######## display_stat_latch ########
**display_stat_latch: metal 1**

Scale: 4 px per um. Supply wires on this layer in grey.
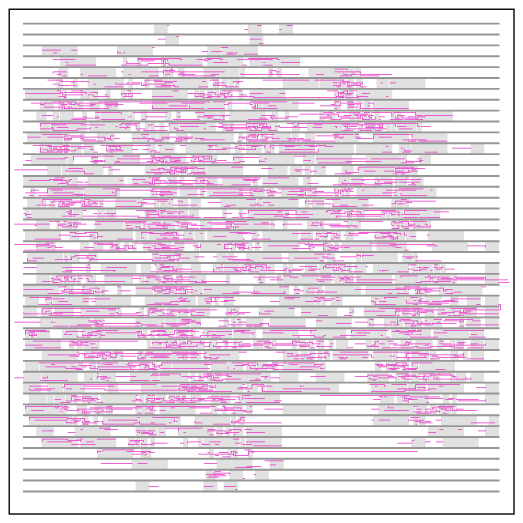
**display_stat_latch: met4 routing**

Scale: 4 px per um. Supply wires on this layer in grey.
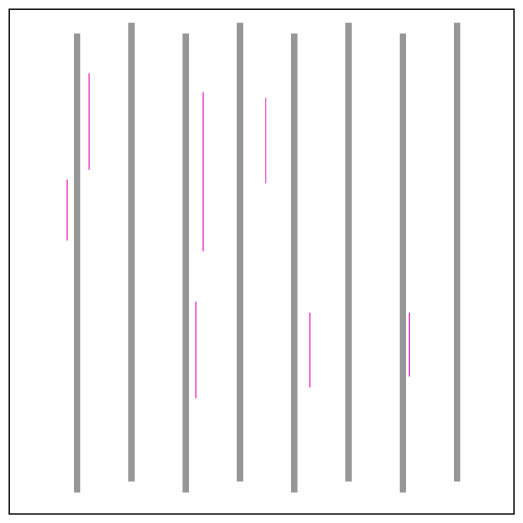
**display_stat_latch: wiring by layer**

Scale: 4 px per um. Two of the layers only.
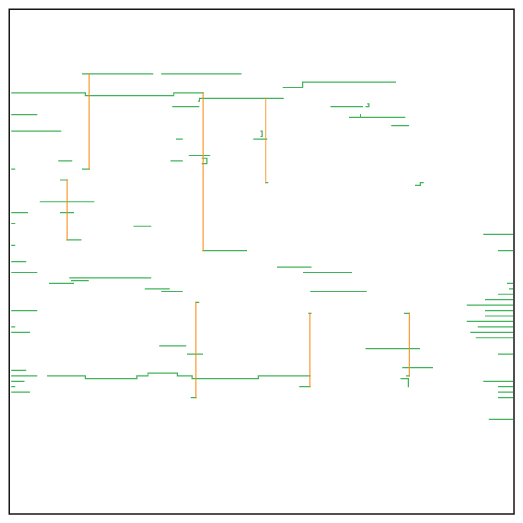
<file path="src/rtl/display_stat_latch.sv">
// Producer side of the 8-digit BPM/SNR display: smooths BPM over four samples, peak-holds SNR,
// and publishes both at a fixed refresh rate with stale-BPM detection.
module display_stat_latch #(
    parameter int REFRESH_CYCLES = 12_500_000,
    parameter int STALE_PERIODS  = 8
) (
    input  logic        clk,
    input  logic        rst_n,
    input  logic [15:0] bpm_in,
    input  logic        bpm_valid,
    input  logic [7:0]  snr_in,
    input  logic        snr_valid,
    output logic [11:0] bpm_disp,
    output logic [6:0]  snr_disp,
    output logic        disp_update,
    output logic        bpm_stale
);

    localparam int CW = (REFRESH_CYCLES > 2) ? $clog2(REFRESH_CYCLES) : 1;
    localparam logic [CW-1:0] COUNT_LAST = CW'(REFRESH_CYCLES - 1);
    localparam int SW = $clog2(STALE_PERIODS + 1);
    localparam logic [SW-1:0] STALE_MAX = SW'(STALE_PERIODS);

    logic [CW-1:0] count;
    logic [11:0]   w0, w1, w2, w3;
    logic [13:0]   sum;
    logic          filled;
    logic [6:0]    peak;
    logic          snr_seen;
    logic          bpm_seen;
    logic [SW-1:0] stale_cnt;

    logic [11:0]   bpm_sat;
    logic [6:0]    snr_clip;
    logic [11:0]   avg;
    logic          tick;
    logic          no_bpm;
    logic [SW-1:0] stale_cnt_inc;
    logic          stale_next;

    // snr_in is two's complement: a set sign bit means a negative reading.
    always_comb begin
        bpm_sat       = (bpm_in > 16'd4095) ? 12'hFFF : bpm_in[11:0];
        snr_clip      = snr_in[7] ? 7'd0 : ((snr_in[6:0] > 7'd99) ? 7'd99 : snr_in[6:0]);
        avg           = sum[13:2];
        tick          = (count == COUNT_LAST);
        no_bpm        = !bpm_seen && !bpm_valid;
        stale_cnt_inc = (stale_cnt == STALE_MAX) ? stale_cnt : stale_cnt + 1'b1;
        // Stale is sticky until a sample arrives, so it also survives from reset.
        stale_next    = no_bpm && (bpm_stale || (stale_cnt_inc >= STALE_MAX));
    end

    // NOTE: sequential state uses non-blocking assignments so every register sees
    // pre-edge values, e.g. bpm_disp takes the avg from before a same-cycle sample.
    always_ff @(posedge clk or negedge rst_n) begin
        if (!rst_n) begin
            count <= '0;
        end else if (tick) begin
            count <= '0;
        end else begin
            count <= count + 1'b1;
        end
    end

    always_ff @(posedge clk or negedge rst_n) begin
        if (!rst_n) begin
            w0     <= '0;
            w1     <= '0;
            w2     <= '0;
            w3     <= '0;
            sum    <= '0;
            filled <= 1'b0;
        end else if (bpm_valid) begin
            if (!filled) begin
                w0     <= bpm_sat;
                w1     <= bpm_sat;
                w2     <= bpm_sat;
                w3     <= bpm_sat;
                sum    <= {bpm_sat, 2'b00};
                filled <= 1'b1;
            end else begin
                w3  <= w2;
                w2  <= w1;
                w1  <= w0;
                w0  <= bpm_sat;
                sum <= sum - {2'b00, w3} + {2'b00, bpm_sat};
            end
        end else if (tick && stale_next) begin
            // Only the fill flag matters; slot contents are overwritten by the next load.
            filled <= 1'b0;
        end
    end

    // A sample arriving on the tick cycle is carried into the next period.
    always_ff @(posedge clk or negedge rst_n) begin
        if (!rst_n) begin
            peak     <= '0;
            snr_seen <= 1'b0;
        end else if (tick) begin
            peak     <= snr_valid ? snr_clip : 7'd0;
            snr_seen <= snr_valid;
        end else if (snr_valid) begin
            peak     <= (snr_clip > peak) ? snr_clip : peak;
            snr_seen <= 1'b1;
        end
    end

    always_ff @(posedge clk or negedge rst_n) begin
        if (!rst_n) begin
            bpm_seen  <= 1'b0;
            stale_cnt <= '0;
        end else if (tick) begin
            bpm_seen  <= 1'b0;
            stale_cnt <= no_bpm ? stale_cnt_inc : '0;
        end else if (bpm_valid) begin
            bpm_seen  <= 1'b1;
        end
    end

    always_ff @(posedge clk or negedge rst_n) begin
        if (!rst_n) begin
            bpm_disp    <= '0;
            snr_disp    <= '0;
            disp_update <= 1'b0;
            bpm_stale   <= 1'b1;
        end else begin
            disp_update <= tick;
            if (tick) begin
                bpm_disp  <= stale_next ? 12'd0 : avg;
                bpm_stale <= stale_next;
                if (snr_seen) begin
                    snr_disp <= peak;
                end
            end
        end
    end

endmodule

</file>
<file path="config.mk">
export PLATFORM = sky130hd
export DESIGN_NAME = display_stat_latch
export DESIGN_NICKNAME = d
export VERILOG_FILES = /design/src/rtl/display_stat_latch.sv
export SDC_FILE = /design/constraint.sdc
export NUM_CORES = 1
export LEC_CHECK = 0
export CAP_MARGIN = 15
export CORE_MARGIN = 3
export CORE_UTILIZATION = 45
export CTS_CLUSTER_SIZE = 30
export DETAILED_ROUTE_END_ITERATION = 8
export PLACE_DENSITY = 0.72
export REMOVE_ABC_BUFFERS = 1
export SYNTH_ARGS = -nofsm -noshare
export SYNTH_HDL_FRONTEND = slang
export SYNTH_SLANG_ARGS = --single-unit
</file>
<file path="constraint.sdc">
create_clock -name clk -period 4.1 [get_ports clk]
set_clock_uncertainty 0.2 [all_clocks]
set_input_delay 0.82 -clock clk [delete_from_list [all_inputs] [get_ports clk]]
set_output_delay 0.82 -clock clk [all_outputs]
set_load 0.1 [all_outputs]
</file>
==> impl_metrics.tcl <==
# metrics dict for downstream scripts
set metrics [dict create \
    routed_via_density 5.25 \
    wl_met3_um 596 \
    grt_antenna_before_repair 0 \
    hp-start "bpm_disp[6]" \
    crit_end "sum[12]" \
    synth-edff-count 0 \
    grt_usage_pct 18.7 \
    met3_usage_pct 5.09 \
    postSynthCellCount 701 \
    chip_area_um2 15800 \
    yosys.area_share.aoi_pct 15.4 \
    swShare_pct 31.4 \
    status "completed" \
    synth.avg_cell_area_um2 9.21 \
    busiest_layer "met2" \
    setup_viol 0 \
    hold_buffers 0 \
    cellPowerDensity_nw_per_um2 581 \
    crit_cells 14 \
    final_cell_count_no_fill 973 \
    clock_sinks 121 \
    cp_num_buf_inv 3 \
    drv_cap 0 \
    io_pins 49 \
    hold_end "bpm_disp[6]" \
    first_iter_violations 321 \
    combGateArea_um2 3060 \
    finalClockPeriodUsage_pct 94.5 \
    fa_ha_area_share_pct 8.37 \
    fmax_mhz 258 \
    ys_sh_mux_pct 2.60 \
    ys_cells 701 \
    crit_path_max_fanout 5 \
    layout_top_cell "dfrtp_1" \
    grt_setup_unrepaired "no" \
    drive_gt1_share_pct 14.0 \
    grt_max_degree 67 \
    cts_max_path_buffers 2 \
    area_leaders "dfrtp_1 46%, inv_1 5.1%, o21ai_0 5.0%" \
    path_cells "dlymetal6s2s_1 > or4_4 > buf_6 > nor2_1 > fa_1 > inv_1 > ha_1 > a21oi_1 > nor2b_1 > a311o_1 > a21o_1 > a221oi_2 > mux2_2 > o221ai_1" \
    whs_ns 0.270 \
]
About 'metal 1' of display_stat_latch:
- longest straight run: 42.3 um
- wire length on this layer: 6370 um
- share of all routed wire: 45%
Routed WL: 14000 um
routed via count: 5108
GR Util met1: 24.4%

About 'met4 routing' of display_stat_latch:
- wire length on this layer: 157 um
- nets with wire on the layer: 5
- share of all routed wire: 1.1%
- longest straight run: 39.4 um

About 'wiring by layer' of display_stat_latch:
- orange: metal 4 (wire length 157 um)
- green: metal 3 (wire length 596 um)


######## latch_mem_wb_skid ########
**latch_mem_wb_skid: routing congestion**

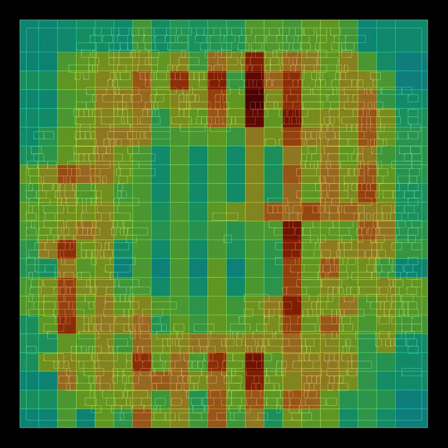
### config.mk
export PLATFORM = sky130hd
export DESIGN_NAME = latch_mem_wb_skid
export DESIGN_NICKNAME = d
export VERILOG_FILES = /design/src/rtl/latch_mem_wb_skid.sv
export SDC_FILE = /design/constraint.sdc
export NUM_CORES = 1
export LEC_CHECK = 0
export CORE_MARGIN = 2
export CORE_UTILIZATION = 35
export DETAILED_ROUTE_END_ITERATION = 8
export PLACE_DENSITY = 0.68
export RECOVER_POWER = 100
export SLEW_MARGIN = 20
export SYNTH_ARGS = -nofsm -noshare
export SYNTH_HDL_FRONTEND = slang
export SYNTH_SLANG_ARGS = --single-unit
### constraint.sdc
create_clock -name clk -period 2.6 [get_ports clk]
set_input_delay 0.52 -clock clk [delete_from_list [all_inputs] [get_ports clk]]
set_output_delay 0.52 -clock clk [all_outputs]
set_load 0.05 [all_outputs]
### src/rtl/latch_mem_wb_skid.sv
// MEM/WB pipeline latch with a valid/ready handshake and two-entry skid storage.
// The head entry drives the write-back port and the WB->EX forwarding compare.
// The skid entry absorbs the one extra entry that can arrive while WB stalls,
// so the upstream in_ready never depends combinationally on out_ready.
module latch_mem_wb_skid #(
    parameter int B      = 32,
    parameter int W      = 5,
    parameter bit FWD_R0 = 1'b1
) (
    input  logic         clk,
    input  logic         reset,
    input  logic         flush,
    // MEM-side handshake and payload
    input  logic         in_valid,
    output logic         in_ready,
    input  logic [B-1:0] read_data_in,
    input  logic [B-1:0] alu_result_in,
    input  logic [W-1:0] mux_RegDst_in,
    input  logic         wb_RegWrite_in,
    input  logic         wb_MemtoReg_in,
    // WB-side handshake and payload
    output logic         out_valid,
    input  logic         out_ready,
    output logic [B-1:0] read_data_out,
    output logic [B-1:0] alu_result_out,
    output logic [W-1:0] mux_RegDst_out,
    output logic         wb_RegWrite_out,
    output logic         wb_MemtoReg_out,
    output logic [B-1:0] wb_data_out,
    // forwarding compare against EX source addresses
    input  logic [W-1:0] fwd_rs_in,
    input  logic [W-1:0] fwd_rt_in,
    output logic         fwd_rs_hit,
    output logic         fwd_rt_hit
);

    // Entry layout, LSB first: read data, ALU result, destination, MemtoReg, RegWrite.
    localparam int E      = 2*B + W + 2;
    localparam int RD_LO  = 0;
    localparam int ALU_LO = B;
    localparam int DST_LO = 2*B;
    localparam int M2R    = 2*B + W;
    localparam int RW     = 2*B + W + 1;

    typedef enum logic [1:0] {
        ST_EMPTY = 2'd0,
        ST_ONE   = 2'd1,
        ST_FULL  = 2'd2
    } state_t;

    state_t       r_state;
    state_t       w_state_next;
    logic [E-1:0] r_head;
    logic [E-1:0] r_skid;
    logic [E-1:0] w_in_entry;

    logic w_in_fire;
    logic w_out_fire;
    logic w_load_head_in;
    logic w_load_head_skid;
    logic w_load_skid;

    assign w_in_entry = {wb_RegWrite_in, wb_MemtoReg_in, mux_RegDst_in,
                         alu_result_in, read_data_in};

    // Ready and valid come straight from the state register, never from out_ready.
    assign in_ready   = (r_state != ST_FULL) & ~reset;
    assign out_valid  = (r_state != ST_EMPTY);
    assign w_in_fire  = in_valid & in_ready;
    assign w_out_fire = out_valid & out_ready;

    // Next-state and data-load decisions; an entry offered during flush is dropped.
    always_comb begin
        w_state_next     = r_state;
        w_load_head_in   = 1'b0;
        w_load_head_skid = 1'b0;
        w_load_skid      = 1'b0;
        unique case (r_state)
            ST_EMPTY: begin
                if (w_in_fire) begin
                    w_state_next   = ST_ONE;
                    w_load_head_in = 1'b1;
                end
            end
            ST_ONE: begin
                if (w_in_fire && w_out_fire) begin
                    w_state_next   = ST_ONE;
                    w_load_head_in = 1'b1;
                end else if (w_in_fire) begin
                    w_state_next = ST_FULL;
                    w_load_skid  = 1'b1;
                end else if (w_out_fire) begin
                    w_state_next = ST_EMPTY;
                end
            end
            ST_FULL: begin
                if (w_out_fire) begin
                    w_state_next     = ST_ONE;
                    w_load_head_skid = 1'b1;
                end
            end
            default: begin
                w_state_next = ST_EMPTY;
            end
        endcase
        if (flush) begin
            w_state_next     = ST_EMPTY;
            w_load_head_in   = 1'b0;
            w_load_head_skid = 1'b0;
            w_load_skid      = 1'b0;
        end
    end

    // State register; reset takes priority over flush (flush is folded into next state).
    always_ff @(posedge clk) begin
        if (reset) begin
            r_state <= ST_EMPTY;
        end else begin
            r_state <= w_state_next;
        end
    end

    // Head and skid payload registers; cleared on reset, left stale on flush.
    always_ff @(posedge clk) begin
        if (reset) begin
            r_head <= '0;
            r_skid <= '0;
        end else begin
            if (w_load_head_in) begin
                r_head <= w_in_entry;
            end else if (w_load_head_skid) begin
                r_head <= r_skid;
            end
            if (w_load_skid) begin
                r_skid <= w_in_entry;
            end
        end
    end

    assign read_data_out   = r_head[RD_LO  +: B];
    assign alu_result_out  = r_head[ALU_LO +: B];
    assign mux_RegDst_out  = r_head[DST_LO +: W];
    assign wb_MemtoReg_out = r_head[M2R];
    // A bubble must never write the register file.
    assign wb_RegWrite_out = r_head[RW] & out_valid;
    assign wb_data_out     = wb_MemtoReg_out ? read_data_out : alu_result_out;

    // Forwarding compare: one identical comparator per EX source port.
    // Only the head is compared; EX hazard logic stalls on anything still in skid.
    logic [W-1:0] w_fwd_addr [2];
    logic [1:0]   w_fwd_hit;

    assign w_fwd_addr[0] = fwd_rs_in;
    assign w_fwd_addr[1] = fwd_rt_in;

    generate
        for (genvar gi = 0; gi < 2; gi++) begin : g_fwd
            logic w_addr_zero;
            assign w_addr_zero   = (w_fwd_addr[gi] == '0);
            assign w_fwd_hit[gi] = wb_RegWrite_out
                                 & (mux_RegDst_out == w_fwd_addr[gi])
                                 & ~(FWD_R0 & w_addr_zero);
        end
    endgenerate

    assign fwd_rs_hit = w_fwd_hit[0];
    assign fwd_rt_hit = w_fwd_hit[1];

endmodule

==> impl_metrics.tcl <==
# metrics dict for downstream scripts
set metrics [dict create \
    grt_setup_unrepaired "no" \
    crit_end "wb_data_out[6]" \
    comb_cells 568 \
    grt_pass1_vias 6166 \
    ys_cells 877 \
    placed_cell_area_um2 9020 \
    largestRegisters "r_head (71), r_skid (71), r_state (2)" \
    tap_cells 275 \
    hold_path.class "flop to flop" \
    initial_core_util_pct 35.5 \
    postSynthCellCount 877 \
    crit_path_max_fanout 18 \
    seq_share_pct 30.6 \
    status "completed" \
    r2r_setup_slack_ns 0.41 \
    worstReg2RegStart "r_state[1]" \
    ys_sh_xor_pct 0.706 \
    syn_to_final_growth_pct 26.8 \
    hold_end "r_skid[64]" \
    rr_endpoint "r_head[31]" \
    vias 6546 \
    grt_pass1_wl_um 32400 \
    cts_max_path_buffers 2 \
    synth-edff-count 0 \
    synth_area_leader_cell "dfxtp_1" \
    num_rows 53 \
    netlist_area_um2 7440 \
    met2_length_um 9460 \
    wl_met3_um 1050 \
    top_cells_by_count "145 x nand2_1, 144 x dfxtp_1, 75 x a21oi_1, 72 x nand3_1, 71 x a311oi_1" \
    yosys.area_share.simple_pct 23.5 \
    synth_top_flop_cell "dfxtp_1" \
    grt_antenna_before_repair 0 \
    pg_comb_mw 0.925 \
    layout_top_cells "144 x nand2_1, 143 x dfxtp_1, 84 x clkdlybuf4s50_1, 75 x a21oi_1" \
    dieHeight_um 150 \
    detail-route-antenna-nets 0 \
]
About 'routing congestion' of latch_mem_wb_skid:
routing usage on met2: 28.3%
Top Usage Layer GRT: met2
Final Util: 45.0%
GR met3 Demand/Resource: 3.90%



==> gallery <==
Sequential cells coloured by netlist name.
shot_01.png
Scale: 4 px per um.
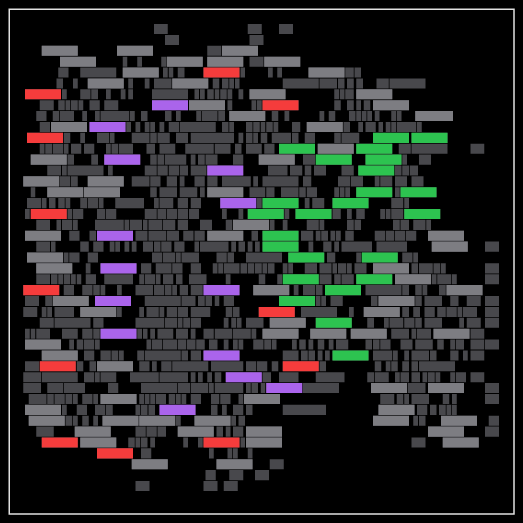
shot_02.png
Scale: 3 px per um.
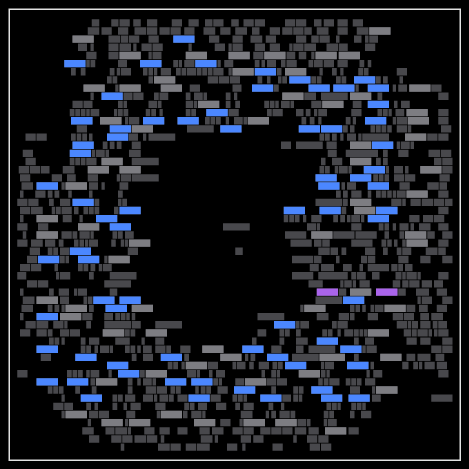
| picture | from |
|---|---|
| shot_01.png | display_stat_latch |
| shot_02.png | latch_mem_wb_skid |
Of these, most cells: shot_02.png

